######## status_flag_unit ########
status_flag_unit/layer_met2.png
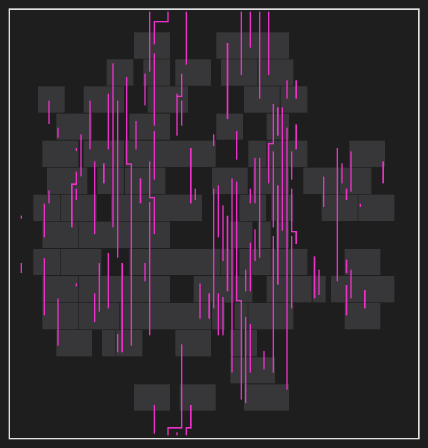

**config.mk**
```make
export PLATFORM = sky130hd
export DESIGN_NAME = status_flag_unit
export DESIGN_NICKNAME = d
export VERILOG_FILES = /design/src/rtl/cpu_pkg.sv /design/src/rtl/status_flag_unit_pend_counter.sv /design/src/rtl/status_flag_unit.sv
export SDC_FILE = /design/constraint.sdc
export NUM_CORES = 1
export LEC_CHECK = 0
export CAP_MARGIN = 20
export CORE_AREA = 2 2 39 41
export DETAILED_ROUTE_END_ITERATION = 6
export DIE_AREA = 0 0 41 43
export PLACE_DENSITY = 0.75
export SYNTH_ARGS = -nofsm -noshare
export SYNTH_HDL_FRONTEND = slang
export SYNTH_SLANG_ARGS = --single-unit
```
**constraint.sdc**
```tcl
create_clock -name clk -period 3.4 [get_ports clk]
set_clock_uncertainty 0.05 [all_clocks]
set_input_delay 0.68 -clock clk [delete_from_list [all_inputs] [get_ports clk]]
set_output_delay 0.68 -clock clk [all_outputs]
set_load 0.05 [all_outputs]
```
**src/rtl/cpu_pkg.sv**
```systemverilog
// Shared CPU definitions: NZCV bit positions, condition encodings, status type.
package cpu_pkg;

    localparam int unsigned FLAG_N = 3;
    localparam int unsigned FLAG_Z = 2;
    localparam int unsigned FLAG_C = 1;
    localparam int unsigned FLAG_V = 0;

    localparam logic [3:0] COND_AL = 4'b1110;
    localparam logic [3:0] COND_NV = 4'b1111;

    typedef logic [3:0] status_t;

endpackage

```
**src/rtl/status_flag_unit_pend_counter.sv**
```systemverilog
// Up/down saturating counter with synchronous clear.
//  clk, rst : clock, async active-high reset
//  clr      : synchronous clear, overrides inc/dec
//  inc, dec : count up / down; both together hold
//  cnt      : current count
module pend_counter #(
    parameter int unsigned W = 2
) (
    input  logic         clk,
    input  logic         rst,
    input  logic         clr,
    input  logic         inc,
    input  logic         dec,
    output logic [W-1:0] cnt
);

    localparam logic [W-1:0] CNT_MAX = '1;

    // Saturate at both ends so an illegal sequence cannot wrap the count.
    always_ff @(posedge clk or posedge rst) begin
        if (rst) begin
            cnt <= '0;
        end else if (clr) begin
            cnt <= '0;
        end else if (inc && !dec && (cnt != CNT_MAX)) begin
            cnt <= cnt + W'(1);
        end else if (dec && !inc && (cnt != '0)) begin
            cnt <= cnt - W'(1);
        end
    end

endmodule

```
**src/rtl/status_flag_unit.sv**
```systemverilog
// Architectural NZCV register, in-flight flag-writer tracking and ID flag hazard.
//  clk, rst           : clock, async active-high reset
//  exe_valid/s_en     : EXE live instruction / writes flags
//  exe_flags          : ALU flags {N,Z,C,V} from EXE
//  id_valid/cond/s_en : ID live instruction / condition field / writes flags
//  freeze             : external ID stall
//  flush              : branch taken, kills ID and in-flight writers
//  status_r           : architectural status register
//  status_fwd         : flags for the ID condition check (combinational)
//  flag_hazard        : ID must stall this cycle (combinational)
//  pend_cnt           : number of flag writers between ID issue and EXE commit
module status_flag_unit
    import cpu_pkg::*;
#(
    parameter int unsigned FLAG_W = 4,
    parameter int unsigned PEND_W = 2,
    parameter bit          BYPASS = 1'b1
) (
    input  logic              clk,
    input  logic              rst,
    input  logic              exe_valid,
    input  logic              exe_s_en,
    input  logic [FLAG_W-1:0] exe_flags,
    input  logic              id_valid,
    input  logic [3:0]        id_cond,
    input  logic              id_s_en,
    input  logic              freeze,
    input  logic              flush,
    output logic [FLAG_W-1:0] status_r,
    output logic [FLAG_W-1:0] status_fwd,
    output logic              flag_hazard,
    output logic [PEND_W-1:0] pend_cnt
);

    localparam logic [PEND_W-1:0] MAX_PEND = '1;

    logic commit;
    logic cond_use;
    logic bypass_ok;
    logic issue;

    // Hazard and forward decisions.
    always_comb begin
        commit      = exe_valid && exe_s_en;
        cond_use    = id_valid && (id_cond != COND_AL);
        // Only the last outstanding writer may be forwarded; older ones would be stale.
        bypass_ok   = BYPASS && commit && (pend_cnt == PEND_W'(1));
        flag_hazard = (cond_use && (pend_cnt != '0) && !bypass_ok)
                    || (id_valid && id_s_en && (pend_cnt == MAX_PEND) && !commit);
        status_fwd  = bypass_ok ? exe_flags : status_r;
        issue       = id_valid && id_s_en && !freeze && !flag_hazard && !flush;
    end

    // Commit ignores flush: the flushing branch itself is the committing instruction.
    always_ff @(posedge clk or posedge rst) begin
        if (rst) begin
            status_r <= '0;
        end else if (commit) begin
            status_r <= exe_flags;
        end
    end

    pend_counter #(
        .W (PEND_W)
    ) u_pend_counter (
        .clk (clk),
        .rst (rst),
        .clr (flush),
        .inc (issue),
        .dec (commit),
        .cnt (pend_cnt)
    );

    a_no_commit_underflow: assert property (
        @(posedge clk) disable iff (rst)
        !(commit && !issue && !flush && (pend_cnt == '0))
    );

endmodule

```
######## inst_prefetch_queue ########
File: src/rtl/inst_prefetch_queue_pkg.sv
// Shared types and constants for the instruction prefetch queue.
// Optional feature macro (used by the top): PREFETCH_PERF_EN.
package inst_prefetch_queue_pkg;

    // Fetch controller states
    typedef enum logic [1:0] {
        IDLE      = 2'd0,
        WAIT      = 2'd1,
        WAIT_DROP = 2'd2
    } pq_state_t;

    localparam logic [31:0] INST_BYTES  = 32'd4;
    localparam logic [31:0] PQ_RESET_PC = 32'h0000_0000;

    // One queued fetch: the instruction word and the address it came from
    typedef struct packed {
        logic [31:0] inst;
        logic [31:0] pc;
    } pq_entry_t;

    // Sequential successor of a fetch address, wrapping modulo 2^32
    function automatic logic [31:0] pq_next_pc(input logic [31:0] pc);
        return pc + INST_BYTES;
    endfunction

endpackage

File: src/rtl/inst_prefetch_queue_fifo.sv
// pq_fifo: circular buffer of {inst, pc} entries for the prefetch queue.
// Pushes into a full buffer and pops from an empty one are ignored; a flush
// discards everything and wins over a simultaneous push or pop.
module pq_fifo
    import inst_prefetch_queue_pkg::*;
#(
    parameter  int DEPTH = 4,
    localparam int AW    = $clog2(DEPTH)
) (
    input  logic          clk,
    input  logic          rst,
    input  logic          i_push,
    input  pq_entry_t     i_pushEntry,
    input  logic          i_pop,
    input  logic          i_flush,
    output logic [AW:0]   o_count,
    output logic          o_empty,
    output pq_entry_t     o_head
);

    logic [AW-1:0] r_rdPtr;
    logic [AW-1:0] r_wrPtr;
    logic [AW:0]   r_count;
    pq_entry_t     r_mem [DEPTH];

    logic w_full;
    logic w_doPush;
    logic w_doPop;

    assign o_empty  = (r_count == '0);
    assign w_full   = (r_count == (AW + 1)'(DEPTH));
    assign w_doPush = i_push && !w_full && !i_flush;
    assign w_doPop  = i_pop && !o_empty && !i_flush;
    assign o_count  = r_count;
    assign o_head   = r_mem[r_rdPtr];

    // Pointer and occupancy bookkeeping; pointers wrap naturally at DEPTH
    always_ff @(posedge clk or negedge rst) begin
        if (!rst) begin
            r_rdPtr <= '0;
            r_wrPtr <= '0;
            r_count <= '0;
        end else if (i_flush) begin
            r_rdPtr <= '0;
            r_wrPtr <= '0;
            r_count <= '0;
        end else begin
            if (w_doPush) begin
                r_wrPtr <= r_wrPtr + AW'(1);
            end
            if (w_doPop) begin
                r_rdPtr <= r_rdPtr + AW'(1);
            end
            if (w_doPush && !w_doPop) begin
                r_count <= r_count + (AW + 1)'(1);
            end else if (!w_doPush && w_doPop) begin
                r_count <= r_count - (AW + 1)'(1);
            end
        end
    end

    // Entry storage, written only when a push is accepted
    always_ff @(posedge clk) begin
        if (w_doPush) begin
            r_mem[r_wrPtr] <= i_pushEntry;
        end
    end

endmodule

File: src/rtl/inst_prefetch_queue.sv
// inst_prefetch_queue: fetches sequential instruction words from a multi-cycle
// memory (one request outstanding at a time) and buffers them ahead of IF.
// A redirect from IF flushes queued words and drops any in-flight response.
// Optional macro PREFETCH_PERF_EN adds perf_drop_cnt / perf_empty_cnt outputs.
module inst_prefetch_queue
    import inst_prefetch_queue_pkg::*;
#(
    parameter int          DEPTH    = 4,
    parameter logic [31:0] RESET_PC = PQ_RESET_PC
) (
    input  logic        clk,
    input  logic        rst,
    input  logic        redirect,
    input  logic [31:0] redirect_adr,
    input  logic        deq,
    output logic        out_valid,
    output logic [31:0] out_inst,
    output logic [31:0] out_pc,
    output logic [31:0] out_next_adr,
    output logic        mem_req,
    output logic [31:0] mem_adr,
    input  logic        mem_ack,
    input  logic [31:0] mem_rdata
`ifdef PREFETCH_PERF_EN
    ,
    output logic [15:0] perf_drop_cnt,
    output logic [15:0] perf_empty_cnt
`endif
);

    localparam int CW = $clog2(DEPTH) + 1;

    pq_state_t   r_state;
    logic [31:0] r_fetchPc;
    logic        r_memReq;
    logic [31:0] r_memAdr;

    logic [CW-1:0] w_count;
    logic          w_empty;
    logic          w_full;
    logic          w_push;
    logic          w_pop;
    pq_entry_t     w_head;
    pq_entry_t     w_pushEntry;

    // Only a response to a kept request is queued, and never in a redirect cycle
    assign w_push      = (r_state == WAIT) && mem_ack && !redirect;
    assign w_pop       = deq && !w_empty && !redirect;
    assign w_pushEntry = '{inst: mem_rdata, pc: r_fetchPc};
    // The outstanding request is already covered: issue only happens from IDLE
    assign w_full      = (w_count == CW'(DEPTH));

    pq_fifo #(
        .DEPTH (DEPTH)
    ) u_fifo (
        .clk         (clk),
        .rst         (rst),
        .i_push      (w_push),
        .i_pushEntry (w_pushEntry),
        .i_pop       (w_pop),
        .i_flush     (redirect),
        .o_count     (w_count),
        .o_empty     (w_empty),
        .o_head      (w_head)
    );

    // Head is forced to zero while empty so reset shows out_pc=0, out_next_adr=4
    assign out_valid    = !w_empty;
    assign out_inst     = out_valid ? w_head.inst : 32'd0;
    assign out_pc       = out_valid ? w_head.pc : 32'd0;
    assign out_next_adr = pq_next_pc(out_pc);
    assign mem_req      = r_memReq;
    assign mem_adr      = r_memAdr;

    // Fetch control: one request at a time, redirect first, fetch_pc tracks the next word
    always_ff @(posedge clk or negedge rst) begin
        if (!rst) begin
            r_state   <= IDLE;
            r_fetchPc <= RESET_PC;
            r_memReq  <= 1'b0;
            r_memAdr  <= 32'd0;
        end else begin
            r_memReq <= 1'b0;
            if (redirect) begin
                r_fetchPc <= redirect_adr;
                if ((r_state != IDLE) && !mem_ack) begin
                    r_state <= WAIT_DROP;
                end else begin
                    r_state <= IDLE;
                end
            end else begin
                case (r_state)
                    IDLE: begin
                        if (!w_full) begin
                            r_memReq <= 1'b1;
                            r_memAdr <= r_fetchPc;
                            r_state  <= WAIT;
                        end
                    end
                    WAIT: begin
                        if (mem_ack) begin
                            r_fetchPc <= pq_next_pc(r_fetchPc);
                            r_state   <= IDLE;
                        end
                    end
                    WAIT_DROP: begin
                        if (mem_ack) begin
                            r_state <= IDLE;
                        end
                    end
                    default: r_state <= IDLE;
                endcase
            end
        end
    end

`ifdef PREFETCH_PERF_EN
    logic        w_dropAck;
    logic        r_seenEnq;
    logic [15:0] r_dropCnt;
    logic [15:0] r_emptyCnt;

    assign w_dropAck      = mem_ack && (((r_state == WAIT) && redirect) || (r_state == WAIT_DROP));
    assign perf_drop_cnt  = r_dropCnt;
    assign perf_empty_cnt = r_emptyCnt;

    // Saturating counters for discarded responses and starved cycles after the first word
    always_ff @(posedge clk or negedge rst) begin
        if (!rst) begin
            r_seenEnq  <= 1'b0;
            r_dropCnt  <= 16'd0;
            r_emptyCnt <= 16'd0;
        end else begin
            if (w_push) begin
                r_seenEnq <= 1'b1;
            end
            if (w_dropAck && (r_dropCnt != 16'hFFFF)) begin
                r_dropCnt <= r_dropCnt + 16'd1;
            end
            if (r_seenEnq && w_empty && (r_emptyCnt != 16'hFFFF)) begin
                r_emptyCnt <= r_emptyCnt + 16'd1;
            end
        end
    end
`endif

endmodule

File: config.mk
export PLATFORM = sky130hd
export DESIGN_NAME = inst_prefetch_queue
export DESIGN_NICKNAME = d
export VERILOG_FILES = /design/src/rtl/inst_prefetch_queue_pkg.sv /design/src/rtl/inst_prefetch_queue_fifo.sv /design/src/rtl/inst_prefetch_queue.sv
export SDC_FILE = /design/constraint.sdc
export NUM_CORES = 1
export LEC_CHECK = 0
export CAP_MARGIN = 20
export CORE_UTILIZATION = 25
export CTS_CLUSTER_DIAMETER = 120
export DETAILED_ROUTE_END_ITERATION = 10
export PLACE_DENSITY = 0.54
export SYNTH_ARGS = -nofsm -noshare
export SYNTH_HDL_FRONTEND = slang
export SYNTH_HIERARCHICAL = 1
export SYNTH_SLANG_ARGS = --single-unit
File: constraint.sdc
create_clock -name clk -period 4.05 [get_ports clk]
set_input_delay 1.215 -clock clk [delete_from_list [all_inputs] [get_ports clk]]
set_output_delay 1.215 -clock clk [all_outputs]
set_load 0.02 [all_outputs]
######## hp_phase_gen ########
File: config.mk
export PLATFORM = sky130hd
export DESIGN_NAME = hp_phase_gen
export DESIGN_NICKNAME = d
export VERILOG_FILES = /design/src/rtl/hp_clk_pkg.sv /design/src/rtl/hp_tstate_ring.sv /design/src/rtl/hp_phase_gen.sv
export SDC_FILE = /design/constraint.sdc
export NUM_CORES = 1
export LEC_CHECK = 0
export ABC_AREA = 1
export CAP_MARGIN = 20
export CORE_MARGIN = 3
export CORE_UTILIZATION = 45
export CTS_CLUSTER_DIAMETER = 30
export DETAILED_ROUTE_END_ITERATION = 16
export PLACE_DENSITY_LB_ADDON = 0.12
export SYNTH_ARGS = -nofsm -noshare
export SYNTH_HDL_FRONTEND = slang
export SYNTH_SLANG_ARGS = --single-unit
export TNS_END_PERCENT = 30
File: constraint.sdc
create_clock -name osc_in -period 6.1 [get_ports osc_in]
set_input_delay 1.22 -clock osc_in [delete_from_list [all_inputs] [get_ports osc_in]]
set_output_delay 1.22 -clock osc_in [all_outputs]
set_load 0.05 [all_outputs]
File: src/rtl/hp_clk_pkg.sv
// Shared definitions for the phi1/phi2 phase generator: debug mode encodings,
// generator FSM states and the configuration legality check.
package hp_clk_pkg;

   localparam logic [1:0] MODE_RUN  = 2'b00;
   localparam logic [1:0] MODE_HALT = 2'b01;
   localparam logic [1:0] MODE_STEP = 2'b10;

   typedef enum logic [1:0] {
      ST_RUN,
      ST_HALTED,
      ST_STEP
   } gen_state_e;

   // Phase positions must be distinct and inside a period of at least two cycles.
   function automatic logic cfg_valid(input logic [31:0] div,
                                      input logic [31:0] p1,
                                      input logic [31:0] p2);
      return (div >= 32'd2) && (p1 < div) && (p2 < div) && (p1 != p2);
   endfunction

endpackage

File: src/rtl/hp_tstate_ring.sv
// One-hot T-state ring: rotates one position per advance, or jumps to a fixed
// index when a resync is requested on the advancing edge.
module hp_tstate_ring
   import hp_clk_pkg::*;
#(
   parameter int NUM_T      = 4,
   parameter int RESYNC_IDX = 2
) (
   input  logic             clk_i,
   input  logic             rst_ni,
   input  logic             advance_i,
   input  logic             resync_i,
   output logic [NUM_T-1:0] ring_o
);

   localparam logic [NUM_T-1:0] RING_RESET  = NUM_T'(1);
   localparam logic [NUM_T-1:0] RESYNC_VEC  = NUM_T'(1) << RESYNC_IDX;

   logic [NUM_T-1:0] ring_q;
   logic [NUM_T-1:0] ring_d;

   always_comb begin
      ring_d = ring_q;
      if (advance_i) begin
         if (resync_i) begin
            ring_d = RESYNC_VEC;
         end else begin
            ring_d = {ring_q[NUM_T-2:0], ring_q[NUM_T-1]};
         end
      end
   end

   always_ff @(posedge clk_i or negedge rst_ni) begin
      if (!rst_ni) begin
         ring_q <= RING_RESET;
      end else begin
         ring_q <= ring_d;
      end
   end

   assign ring_o = ring_q;

endmodule

File: src/rtl/hp_phase_gen.sv
// Programmable two-phase non-overlapping clock generator for the calculator
// core, with T-state ring, shadowed runtime config and halt/single-step control.
module hp_phase_gen
   import hp_clk_pkg::*;
#(
   parameter int DIV_W        = 4,
   parameter int NUM_T        = 4,
   parameter int DEF_DIV      = 8,
   parameter int DEF_PHI1_POS = 5,
   parameter int DEF_PHI2_POS = 7,
   parameter int RESYNC_IDX   = 2,
   parameter int CYC_W        = 16
) (
   input  logic             osc_in,
   input  logic             cdiv_rst_n,
   input  logic [DIV_W-1:0] cfg_div,
   input  logic [DIV_W-1:0] cfg_phi1_pos,
   input  logic [DIV_W-1:0] cfg_phi2_pos,
   input  logic             cfg_load,
   input  logic [1:0]       mode,
   input  logic             step_req,
   input  logic             resync,
   output logic             phi1_out,
   output logic             phi2_out,
   output logic [NUM_T-1:0] t_state,
   output logic [CYC_W-1:0] cyc_cnt,
   output logic             halted,
   output logic             step_done,
   output logic             cfg_err
);

   localparam logic [DIV_W-1:0] DEF_DIV_V  = DIV_W'(DEF_DIV);
   localparam logic [DIV_W-1:0] DEF_PHI1_V = DIV_W'(DEF_PHI1_POS);
   localparam logic [DIV_W-1:0] DEF_PHI2_V = DIV_W'(DEF_PHI2_POS);

   gen_state_e       state_q, state_d;
   logic [DIV_W-1:0] cnt_q, cnt_d;
   logic [DIV_W-1:0] div_q, div_d;
   logic [DIV_W-1:0] p1_pos_q, p1_pos_d;
   logic [DIV_W-1:0] p2_pos_q, p2_pos_d;
   logic [DIV_W-1:0] sh_div_q, sh_div_d;
   logic [DIV_W-1:0] sh_p1_q, sh_p1_d;
   logic [DIV_W-1:0] sh_p2_q, sh_p2_d;
   logic             sh_vld_q, sh_vld_d;
   logic             phi1r_q, phi1r_d;
   logic             phi2r_q, phi2r_d;
   logic [CYC_W-1:0] cyc_q, cyc_d;
   logic             step_done_q, step_done_d;
   logic             cfg_err_q, cfg_err_d;

   logic running;
   logic wrap;
   logic commit;
   logic load_ok;

   assign running = (state_q != ST_HALTED);
   assign wrap    = running && (cnt_q == (div_q - DIV_W'(1)));
   assign commit  = sh_vld_q && (wrap || (state_q == ST_HALTED));
   assign load_ok = cfg_valid(32'(cfg_div), 32'(cfg_phi1_pos), 32'(cfg_phi2_pos));

   // Counter, phase strobes, shadow config and period count.
   always_comb begin
      cnt_d    = cnt_q;
      div_d    = div_q;
      p1_pos_d = p1_pos_q;
      p2_pos_d = p2_pos_q;
      sh_div_d = sh_div_q;
      sh_p1_d  = sh_p1_q;
      sh_p2_d  = sh_p2_q;
      sh_vld_d = sh_vld_q;
      cfg_err_d = cfg_err_q;
      phi1r_d  = running && (cnt_q == p1_pos_q);
      phi2r_d  = running && (cnt_q == p2_pos_q);
      cyc_d    = cyc_q + CYC_W'(wrap);

      if (wrap) begin
         cnt_d = '0;
      end else if (running) begin
         cnt_d = cnt_q + DIV_W'(1);
      end

      // A pending shadow is applied before the next period starts at cnt=0.
      if (commit) begin
         div_d    = sh_div_q;
         p1_pos_d = sh_p1_q;
         p2_pos_d = sh_p2_q;
         sh_vld_d = 1'b0;
      end

      if (cfg_load) begin
         cfg_err_d = !load_ok;
         if (load_ok) begin
            sh_div_d = cfg_div;
            sh_p1_d  = cfg_phi1_pos;
            sh_p2_d  = cfg_phi2_pos;
            sh_vld_d = 1'b1;
         end
      end
   end

   // Debug FSM: halts only at period boundaries, single step runs one period.
   always_comb begin
      state_d     = state_q;
      step_done_d = 1'b0;
      case (state_q)
         ST_RUN: begin
            if (wrap && (mode != MODE_RUN)) begin
               state_d = ST_HALTED;
            end
         end
         ST_HALTED: begin
            if (mode == MODE_RUN) begin
               state_d = ST_RUN;
            end else if ((mode == MODE_STEP) && step_req) begin
               state_d = ST_STEP;
            end
         end
         ST_STEP: begin
            if (wrap) begin
               state_d     = ST_HALTED;
               step_done_d = 1'b1;
            end
         end
         default: state_d = ST_RUN;
      endcase
   end

   always_ff @(posedge osc_in or negedge cdiv_rst_n) begin
      if (!cdiv_rst_n) begin
         state_q     <= ST_RUN;
         cnt_q       <= '0;
         div_q       <= DEF_DIV_V;
         p1_pos_q    <= DEF_PHI1_V;
         p2_pos_q    <= DEF_PHI2_V;
         sh_div_q    <= DEF_DIV_V;
         sh_p1_q     <= DEF_PHI1_V;
         sh_p2_q     <= DEF_PHI2_V;
         sh_vld_q    <= 1'b0;
         phi1r_q     <= 1'b0;
         phi2r_q     <= 1'b0;
         cyc_q       <= '0;
         step_done_q <= 1'b0;
         cfg_err_q   <= 1'b0;
      end else begin
         state_q     <= state_d;
         cnt_q       <= cnt_d;
         div_q       <= div_d;
         p1_pos_q    <= p1_pos_d;
         p2_pos_q    <= p2_pos_d;
         sh_div_q    <= sh_div_d;
         sh_p1_q     <= sh_p1_d;
         sh_p2_q     <= sh_p2_d;
         sh_vld_q    <= sh_vld_d;
         phi1r_q     <= phi1r_d;
         phi2r_q     <= phi2r_d;
         cyc_q       <= cyc_d;
         step_done_q <= step_done_d;
         cfg_err_q   <= cfg_err_d;
      end
   end

   hp_tstate_ring #(
      .NUM_T      (NUM_T),
      .RESYNC_IDX (RESYNC_IDX)
   ) u_ring (
      .clk_i     (osc_in),
      .rst_ni    (cdiv_rst_n),
      .advance_i (wrap),
      .resync_i  (resync),
      .ring_o    (t_state)
   );

   assign phi1_out  = ~phi1r_q;
   assign phi2_out  = ~phi2r_q;
   assign cyc_cnt   = cyc_q;
   assign halted    = (state_q == ST_HALTED);
   assign step_done = step_done_q;
   assign cfg_err   = cfg_err_q;

endmodule

######## nco_mc_monitor ########
**config.mk**
```make
export PLATFORM = sky130hd
export DESIGN_NAME = nco_mc_monitor
export DESIGN_NICKNAME = d
export VERILOG_FILES = /design/src/rtl/nco_mon_pkg.sv /design/src/rtl/nco_ch_checker.sv /design/src/rtl/nco_mc_monitor.sv
export SDC_FILE = /design/constraint.sdc
export NUM_CORES = 1
export LEC_CHECK = 0
export ABC_AREA = 0
export CORE_UTILIZATION = 48
export CTS_CLUSTER_DIAMETER = 150
export DETAILED_ROUTE_END_ITERATION = 6
export PLACE_DENSITY = 0.76
export SLEW_MARGIN = 10
export SYNTH_ARGS = -nofsm -noshare
export SYNTH_HDL_FRONTEND = slang
export SYNTH_SLANG_ARGS = --single-unit
```
**constraint.sdc**
```tcl
create_clock -name clk -period 2.1 [get_ports clk]
set_input_delay 0.42 -clock clk [delete_from_list [all_inputs] [get_ports clk]]
set_output_delay 0.42 -clock clk [all_outputs]
set_load 0.05 [all_outputs]
```
**src/rtl/nco_mon_pkg.sv**
```systemverilog
// Shared types and flag encodings for the multi-channel NCO protocol monitor.
package nco_mon_pkg;

    typedef enum logic [1:0] {
        INIT,
        IDLE,
        HOLD
    } ch_state_e;

    localparam int ERR_RST  = 0;
    localparam int ERR_HOLD = 1;
    localparam int ERR_RESP = 2;
    localparam int ERR_W    = 3;

endpackage

```
**src/rtl/nco_ch_checker.sv**
```systemverilog
// One NCO channel: post-reset wave check, select hold-window check and
// select-to-wave response check, feeding sticky flags and a saturating count.
module nco_ch_checker
    import nco_mon_pkg::*;
#(
    parameter int SELECT_WIDTH = 3,
    parameter int WAVE_WIDTH   = 8,
    parameter int HOLD_CYCLES  = 32,
    parameter int RESP_LATENCY = 1,
    parameter int CNT_WIDTH    = 8
) (
    input  logic                    clk,
    input  logic                    resetn,
    input  logic [SELECT_WIDTH-1:0] i_sel,
    input  logic [WAVE_WIDTH-1:0]   i_wave,
    input  logic                    i_clear,
    output logic [ERR_W-1:0]        o_flags,
    output logic [CNT_WIDTH-1:0]    o_cnt
);

    localparam int               HC_W        = $clog2(HOLD_CYCLES);
    localparam logic [HC_W-1:0]  HOLD_RELOAD = HC_W'(HOLD_CYCLES - 1);

    ch_state_e               r_state;
    logic [SELECT_WIDTH-1:0] r_sel_prev;
    logic [WAVE_WIDTH-1:0]   r_wave_prev;
    logic [HC_W-1:0]         r_hold_cnt;
    logic [RESP_LATENCY-1:0] r_pipe;
    logic [ERR_W-1:0]        r_flags;
    logic [CNT_WIDTH-1:0]    r_cnt;

    ch_state_e               w_state_nxt;
    logic [HC_W-1:0]         w_hold_nxt;
    logic                    w_push;
    logic                    w_sel_chg;
    logic [ERR_W-1:0]        w_raise;
    logic                    w_any;

    assign w_sel_chg = (i_sel != r_sel_prev);
    assign w_any     = |w_raise;

    always_comb begin
        // NOTE: every output of this block gets a default first, so no path can infer a latch.
        w_state_nxt = r_state;
        w_hold_nxt  = r_hold_cnt;
        w_push      = 1'b0;
        w_raise     = '0;
        case (r_state)
            INIT: begin
                w_state_nxt       = IDLE;
                w_raise[ERR_RST]  = (i_wave != '0);
            end
            IDLE: begin
                if (w_sel_chg) begin
                    w_state_nxt = HOLD;
                    w_hold_nxt  = HOLD_RELOAD;
                    w_push      = 1'b1;
                end
            end
            HOLD: begin
                // A change with the counter already at 0 is a legal fresh change.
                if (w_sel_chg) begin
                    w_raise[ERR_HOLD] = (r_hold_cnt != '0);
                    w_hold_nxt        = HOLD_RELOAD;
                    w_push            = 1'b1;
                end else if (r_hold_cnt == '0) begin
                    w_state_nxt = IDLE;
                end else begin
                    w_hold_nxt = r_hold_cnt - 1'b1;
                end
            end
            default: w_state_nxt = INIT;
        endcase
        w_raise[ERR_RESP] = r_pipe[RESP_LATENCY-1] && (i_wave == r_wave_prev);
    end

    // NOTE: sequential state uses non-blocking assignments so every register samples pre-edge values.
    always_ff @(posedge clk or negedge resetn) begin
        if (!resetn) begin
            r_state     <= INIT;
            r_sel_prev  <= '0;
            r_wave_prev <= '0;
            r_hold_cnt  <= '0;
            r_pipe      <= '0;
            r_flags     <= '0;
            r_cnt       <= '0;
        end else begin
            r_state     <= w_state_nxt;
            r_sel_prev  <= i_sel;
            r_wave_prev <= i_wave;
            r_hold_cnt  <= w_hold_nxt;
            r_pipe      <= RESP_LATENCY'({r_pipe, w_push});
            // A violation on the clearing edge survives the clear.
            r_flags     <= (i_clear ? '0 : r_flags) | w_raise;
            if (i_clear) begin
                r_cnt <= {{(CNT_WIDTH-1){1'b0}}, w_any};
            end else if (w_any && (r_cnt != '1)) begin
                r_cnt <= r_cnt + 1'b1;
            end
        end
    end

    assign o_flags = r_flags;
    assign o_cnt   = r_cnt;

endmodule

```
**src/rtl/nco_mc_monitor.sv**
```systemverilog
// NUM_CH-channel NCO protocol monitor: per-channel checkers plus a registered
// interrupt that is the OR of every sticky flag.
module nco_mc_monitor
    import nco_mon_pkg::*;
#(
    parameter int NUM_CH       = 4,
    parameter int SELECT_WIDTH = 3,
    parameter int WAVE_WIDTH   = 8,
    parameter int HOLD_CYCLES  = 32,
    parameter int RESP_LATENCY = 1,
    parameter int CNT_WIDTH    = 8
) (
    input  logic                           clk,
    input  logic                           resetn,
    input  logic [NUM_CH*SELECT_WIDTH-1:0] signal_out,
    input  logic [NUM_CH*WAVE_WIDTH-1:0]   wave_out,
    input  logic                           clear_i,
    output logic [NUM_CH*ERR_W-1:0]        err_flags_o,
    output logic [NUM_CH*CNT_WIDTH-1:0]    err_cnt_o,
    output logic                           irq_o
);

    logic r_irq;

    for (genvar gi = 0; gi < NUM_CH; gi++) begin : g_ch
        nco_ch_checker #(
            .SELECT_WIDTH (SELECT_WIDTH),
            .WAVE_WIDTH   (WAVE_WIDTH),
            .HOLD_CYCLES  (HOLD_CYCLES),
            .RESP_LATENCY (RESP_LATENCY),
            .CNT_WIDTH    (CNT_WIDTH)
        ) u_chk (
            .clk     (clk),
            .resetn  (resetn),
            .i_sel   (signal_out[gi*SELECT_WIDTH +: SELECT_WIDTH]),
            .i_wave  (wave_out[gi*WAVE_WIDTH +: WAVE_WIDTH]),
            .i_clear (clear_i),
            .o_flags (err_flags_o[gi*ERR_W +: ERR_W]),
            .o_cnt   (err_cnt_o[gi*CNT_WIDTH +: CNT_WIDTH])
        );
    end

    always_ff @(posedge clk or negedge resetn) begin
        if (!resetn) begin
            r_irq <= 1'b0;
        end else begin
            r_irq <= |err_flags_o;
        end
    end

    assign irq_o = r_irq;

endmodule

```

==> layout pictures side by side <==
Sequential cells coloured by netlist name.
Plate I
Other cells in grey.
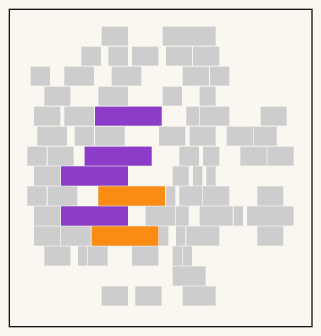
Plate II
Other sequential cells in the stronger grey, the rest of the logic in the fainter grey.
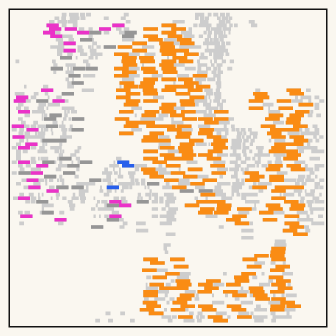
Plate III
Other sequential cells in the stronger grey, the rest of the logic in the fainter grey.
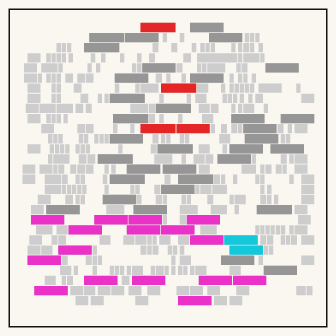
Plate IV
Other sequential cells in the stronger grey, the rest of the logic in the fainter grey.
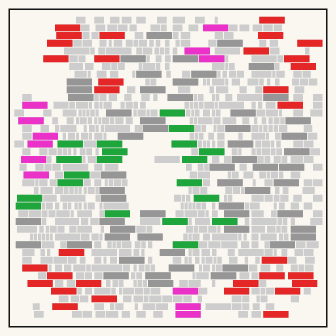
Of these, fewest sequential cells: Plate I
Of these, fewest cells: Plate I
inst_prefetch_queue -> Plate II
nco_mc_monitor -> Plate IV
status_flag_unit -> Plate I
hp_phase_gen -> Plate III

status_flag_unit/layer_met1.png
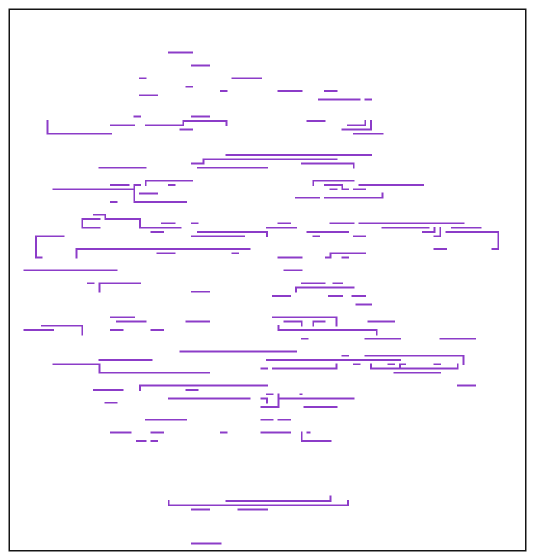
nets with wire on the layer: 72
share of all routed wire: 40%

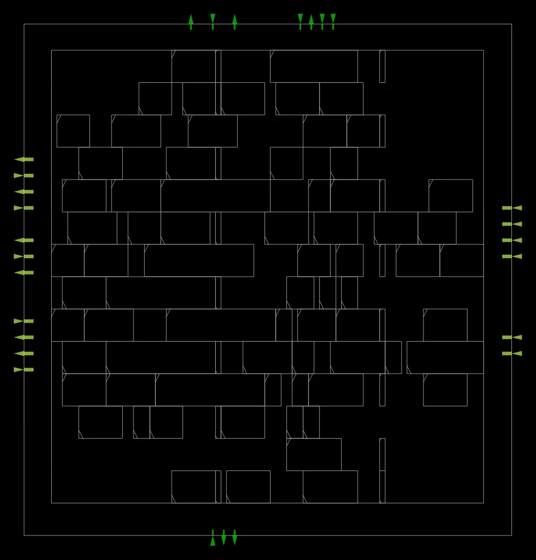
status_flag_unit/placement.png
Taps Inserted: 16
core box area: 0.00138 sq mm
fillers: 130
std cell rows: 14
Seq/total area: 19.6%

Notes on status_flag_unit/layer_met2.png above:
wire length on this layer: 526 microns
main direction: vertical
nets with wire on the layer: 80
Total Wirelength: 1.02 mm
vias post-DR: 436
met2 usage in global routing: 22.5%

==> results.cfg, status_flag_unit <==
; generated from flow reports
[outcome]
status = complete, no violations

[worst_setup_path]
crit_type = in2out

[pwr]
seq_power_share_pct = 29.8
switching_share_pct = 38.8
p_leak_uw = 0.000319

[layout]
buf_share_pct = 34.0
fin_cells = 88
final_cell_mix = clkdlybuf4s50_1, mux2_2, dfrtp_1

[synth]
top_cell = mux2_2
ys_area_sq_um = 463
ys_top_cells_by_area = dfrtp_1, mux2_2, ha_1
top_area_share_pct = 32.4
floorplan.nets = 62

[floorplanning]
die_h_microns = 43

[min_path]
hold_path.class = reg2reg

[clocking]
path_clk_slew_ns = 0.04
clockRootBuffer = clkbuf_4
clockBufferDepth = 2
insertion_delay_ns = 0.24

[place]
place_worst_setup_slack_ns = 0.577

[timing]
slew_viol_final = 0
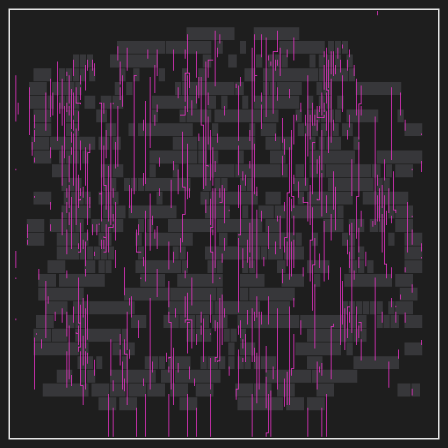
hp_phase_gen/layer_met2.png
main direction: vertical
wire length on this layer: 2390 microns

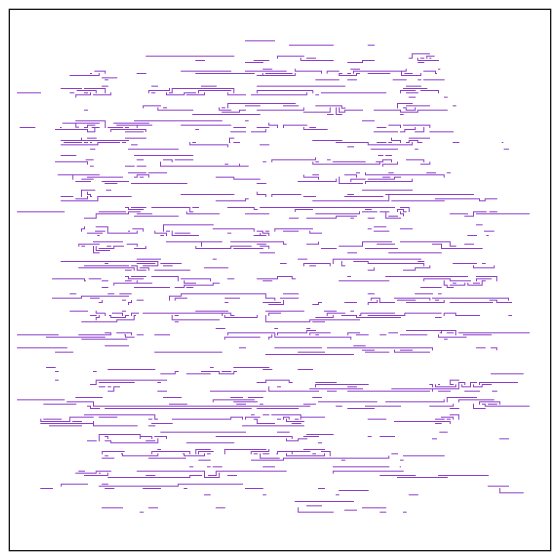
hp_phase_gen/layer_met1.png
nets with wire on the layer: 351
share of all routed wire: 50%
main direction: horizontal
longest straight run: 34.0 microns
wire length on this layer: 2620 microns
Total Wirelength: 5.29 mm
M1 GR Usage: 22.5%
vias post-DR: 2202

==> results.cfg, hp_phase_gen <==
; generated from flow reports
[timing]
rsz0062_at_grt = no
slew_headroom_pct = 47.8
final.setup.worst_slack_ns = 2.69
setup_violations = 0

[worst_setup_path]
cp_max_fo = 14
rrSetupSlack_ns = 3.29
crit_path_end_kind = register
cp-start-kind = primary input
reg2reg_depth = 13
regToRegStartpoint = div_q[0]
critPathBufInv = 2
worstPathArrival_ns = 3.60
crit_family = simple AND/OR/NAND/NOR gates
path_depth = 9

[layout]
final_cell_mix = nand2_1, dfrtp_1, clkdlybuf4s50_1
nClkBuffers = 6
fin_cells = 454
final_core_util_pct = 56.7
nFlopsAndLatches = 55

[routing]
wl_met3_microns = 193

[place]
gp_congestion = 0.733

[pwr]
switching_share_pct = 39.6
pg_seq_uw = 597
p_comb_share_pct = 38.9

[synth]
common_cells = nand2_1, dfrtp_1, inv_1
edf_count = 0
async_flop_share_pct = 100
synth_stat.cells = 337

[clocking]
cts.sink_count = 55
path_clk_slew_ns = 0.09
numCtsBuffers = 5

[global_route]
grt_first_pass_wirelength_mm = 9.90

[floorplanning]
chipArea_sq_mm = 0.00721

[min_path]
hp-start = sh_p2_q[2]
whs_path_depth = 2

[job]
cap_violations = 0

[outcome]
status = complete, no violations
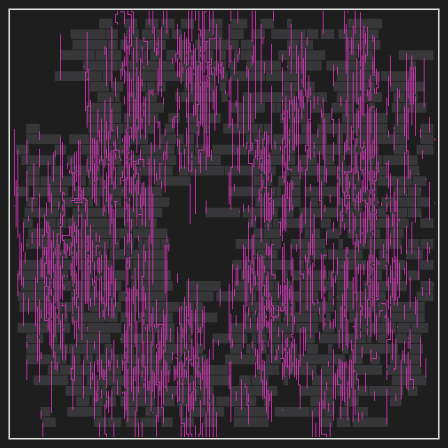
nco_mc_monitor/layer_met2.png
nets with wire on the layer: 685
share of all routed wire: 52%
wire length on this layer: 7110 microns
main direction: vertical
longest straight run: 33.0 microns

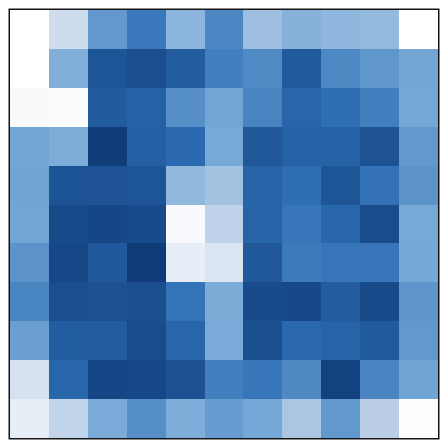
nco_mc_monitor/cell_density.png
The die is cut into 11 by 11 equal tiles; white is low, dark blue is high, 0 to 100% covered.
emptiest ninth of the die: top left
fullest tile: 96%
nearly empty tiles: 3.3%
tiles over 75% full: 41%
densest ninth of the die: left middle
mean over tiles: 63%
core box area: 0.0115 sq mm
Pre-Place Util: 49.5%
Util after Layout: 68.7%

==> results.cfg, nco_mc_monitor <==
; generated from flow reports
[worst_setup_path]
crit_chain = clkdlybuf4s50_1
crit_start = g_ch[1].u_chk.o_cnt[3]
regToRegStartpoint = g_ch[1].u_chk.r_hold_cnt[1]
rrSetupSlack_ns = 0.04
crit_path_end_kind = primary output

[clocking]
cts.sink_count = 121

[routing]
vias = 4849
drc = 14
wl_mm = 13.7

[outcome]
status = complete, but fails checks
violations = design-rule violations

[synth]
netlist.top_cell.by_area = dfrtp_1
top_area_share_pct = 53.1
syn_area_sq_mm = 0.00570
mux_area_share_pct = 0.702
netlist_instances = 552

[timing]
hold_violations = 0
tightestPinTransition_ns = 0.533
fin_crit_ns = 2.06

[place]
numPortBuffers = 91

[global_route]
met1_usage_pct = 27.4
overflow = 0

[layout]
seq_area_sq_mm = 0.00303
nFlopsAndLatches = 121

[pwr]
power.total_uw = 9310
p_comb_uw = 3520
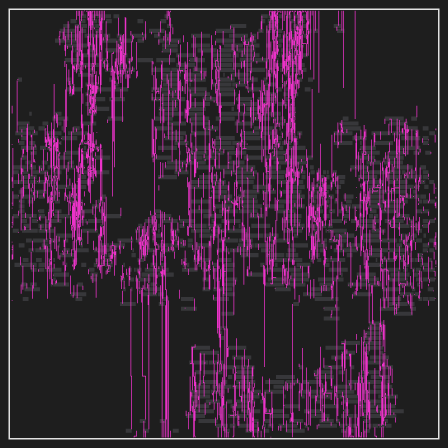
inst_prefetch_queue/layer_met2.png
main direction: vertical
share of all routed wire: 46%
Total Wirelength: 36.7 mm
met2 usage in global routing: 20.2%
vias post-DR: 8504

==> results.cfg, inst_prefetch_queue <==
; generated from flow reports
[outcome]
violations = negative setup slack
status = complete, but fails checks

[pwr]
switchingPower_uw = 2280
power.density_mw_per_mm2 = 462
p_comb_uw = 1390

[worst_setup_path]
critPathBufInv = 4
slowest_stage = dfrtp_4
path_depth = 9
endpoint = out_next_adr[30]

[timing]
final.setup.worst_slack_ns = -0.0518
fmax_ghz = 0.244
setup_violations = 10
tns_ns = -0.277

[clocking]
post_cts_buffers = 7
cts_tree = built

[global_route]
overflow = 0

[synth]
mux_area_share_pct = 13.6
simple_gate_share_pct = 10.2
syn_area_sq_mm = 0.0140
top_logic_kind = multiplexers
ys_sh_adder_pct = 0.857

[routing]
first_pass_iters = 5
wl_per_cell_microns = 19.3
wl_met3_mm = 2.12

[layout]
layout_top_cell = edfxtp_1
largest_cell_class = flip-flops and latches
largest_reg_flops = 256
num-multi-input-gates = 462
area_growth_pct = 35.2

[job]
cap_violations = 0

[place]
hpwl_mm = 24.8


==> gallery <==
Placement view.
shot_01.png
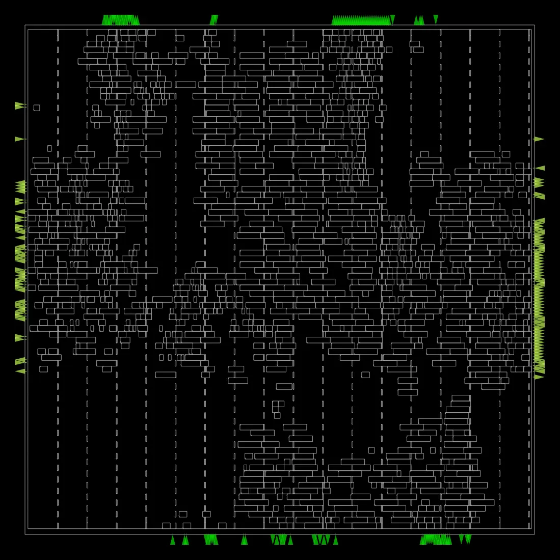
shot_02.png
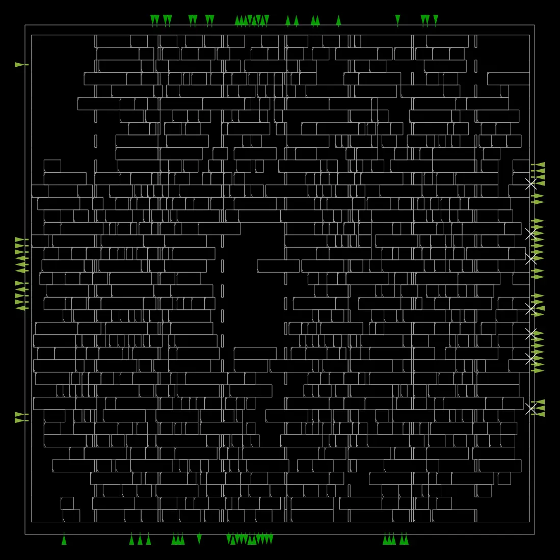
shot_03.png
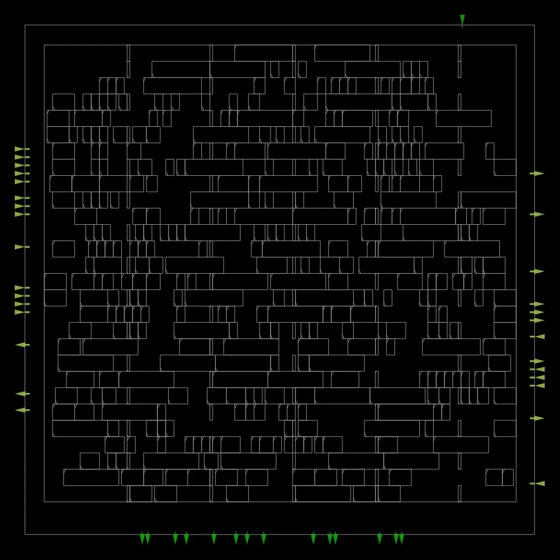
shot_01.png: inst_prefetch_queue
shot_03.png: hp_phase_gen
shot_02.png: nco_mc_monitor
The one with the most sequential cells is shot_01.png.
The one with the most cells is shot_01.png.


==> gallery <==
Cell area per tile.
image #1
The die is cut into 8 by 9 equal tiles; white is low, dark blue is high, 0 to 100% covered.
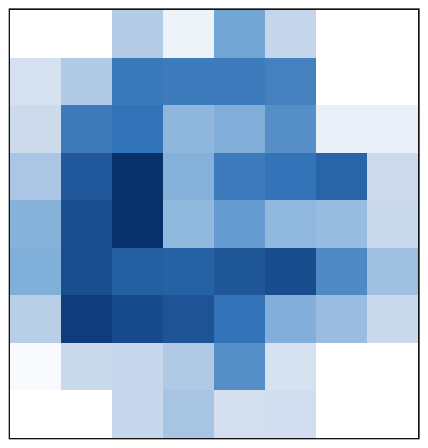
image #2
The die is cut into 24 by 24 equal tiles; white is low, dark blue is high, 0 to 100% covered.
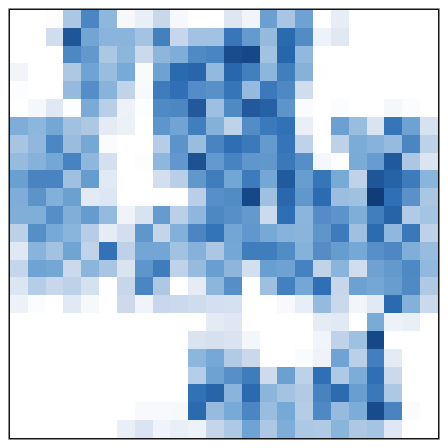
image #3
The die is cut into 8 by 8 equal tiles; white is low, dark blue is high, 0 to 100% covered.
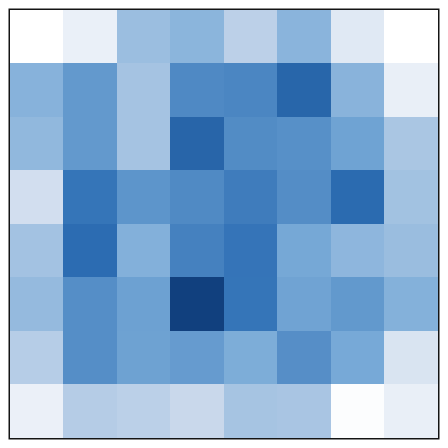
- lowest utilization: image #2
For inst_prefetch_queue, see image #2.
For status_flag_unit, see image #1.
For hp_phase_gen, see image #3.

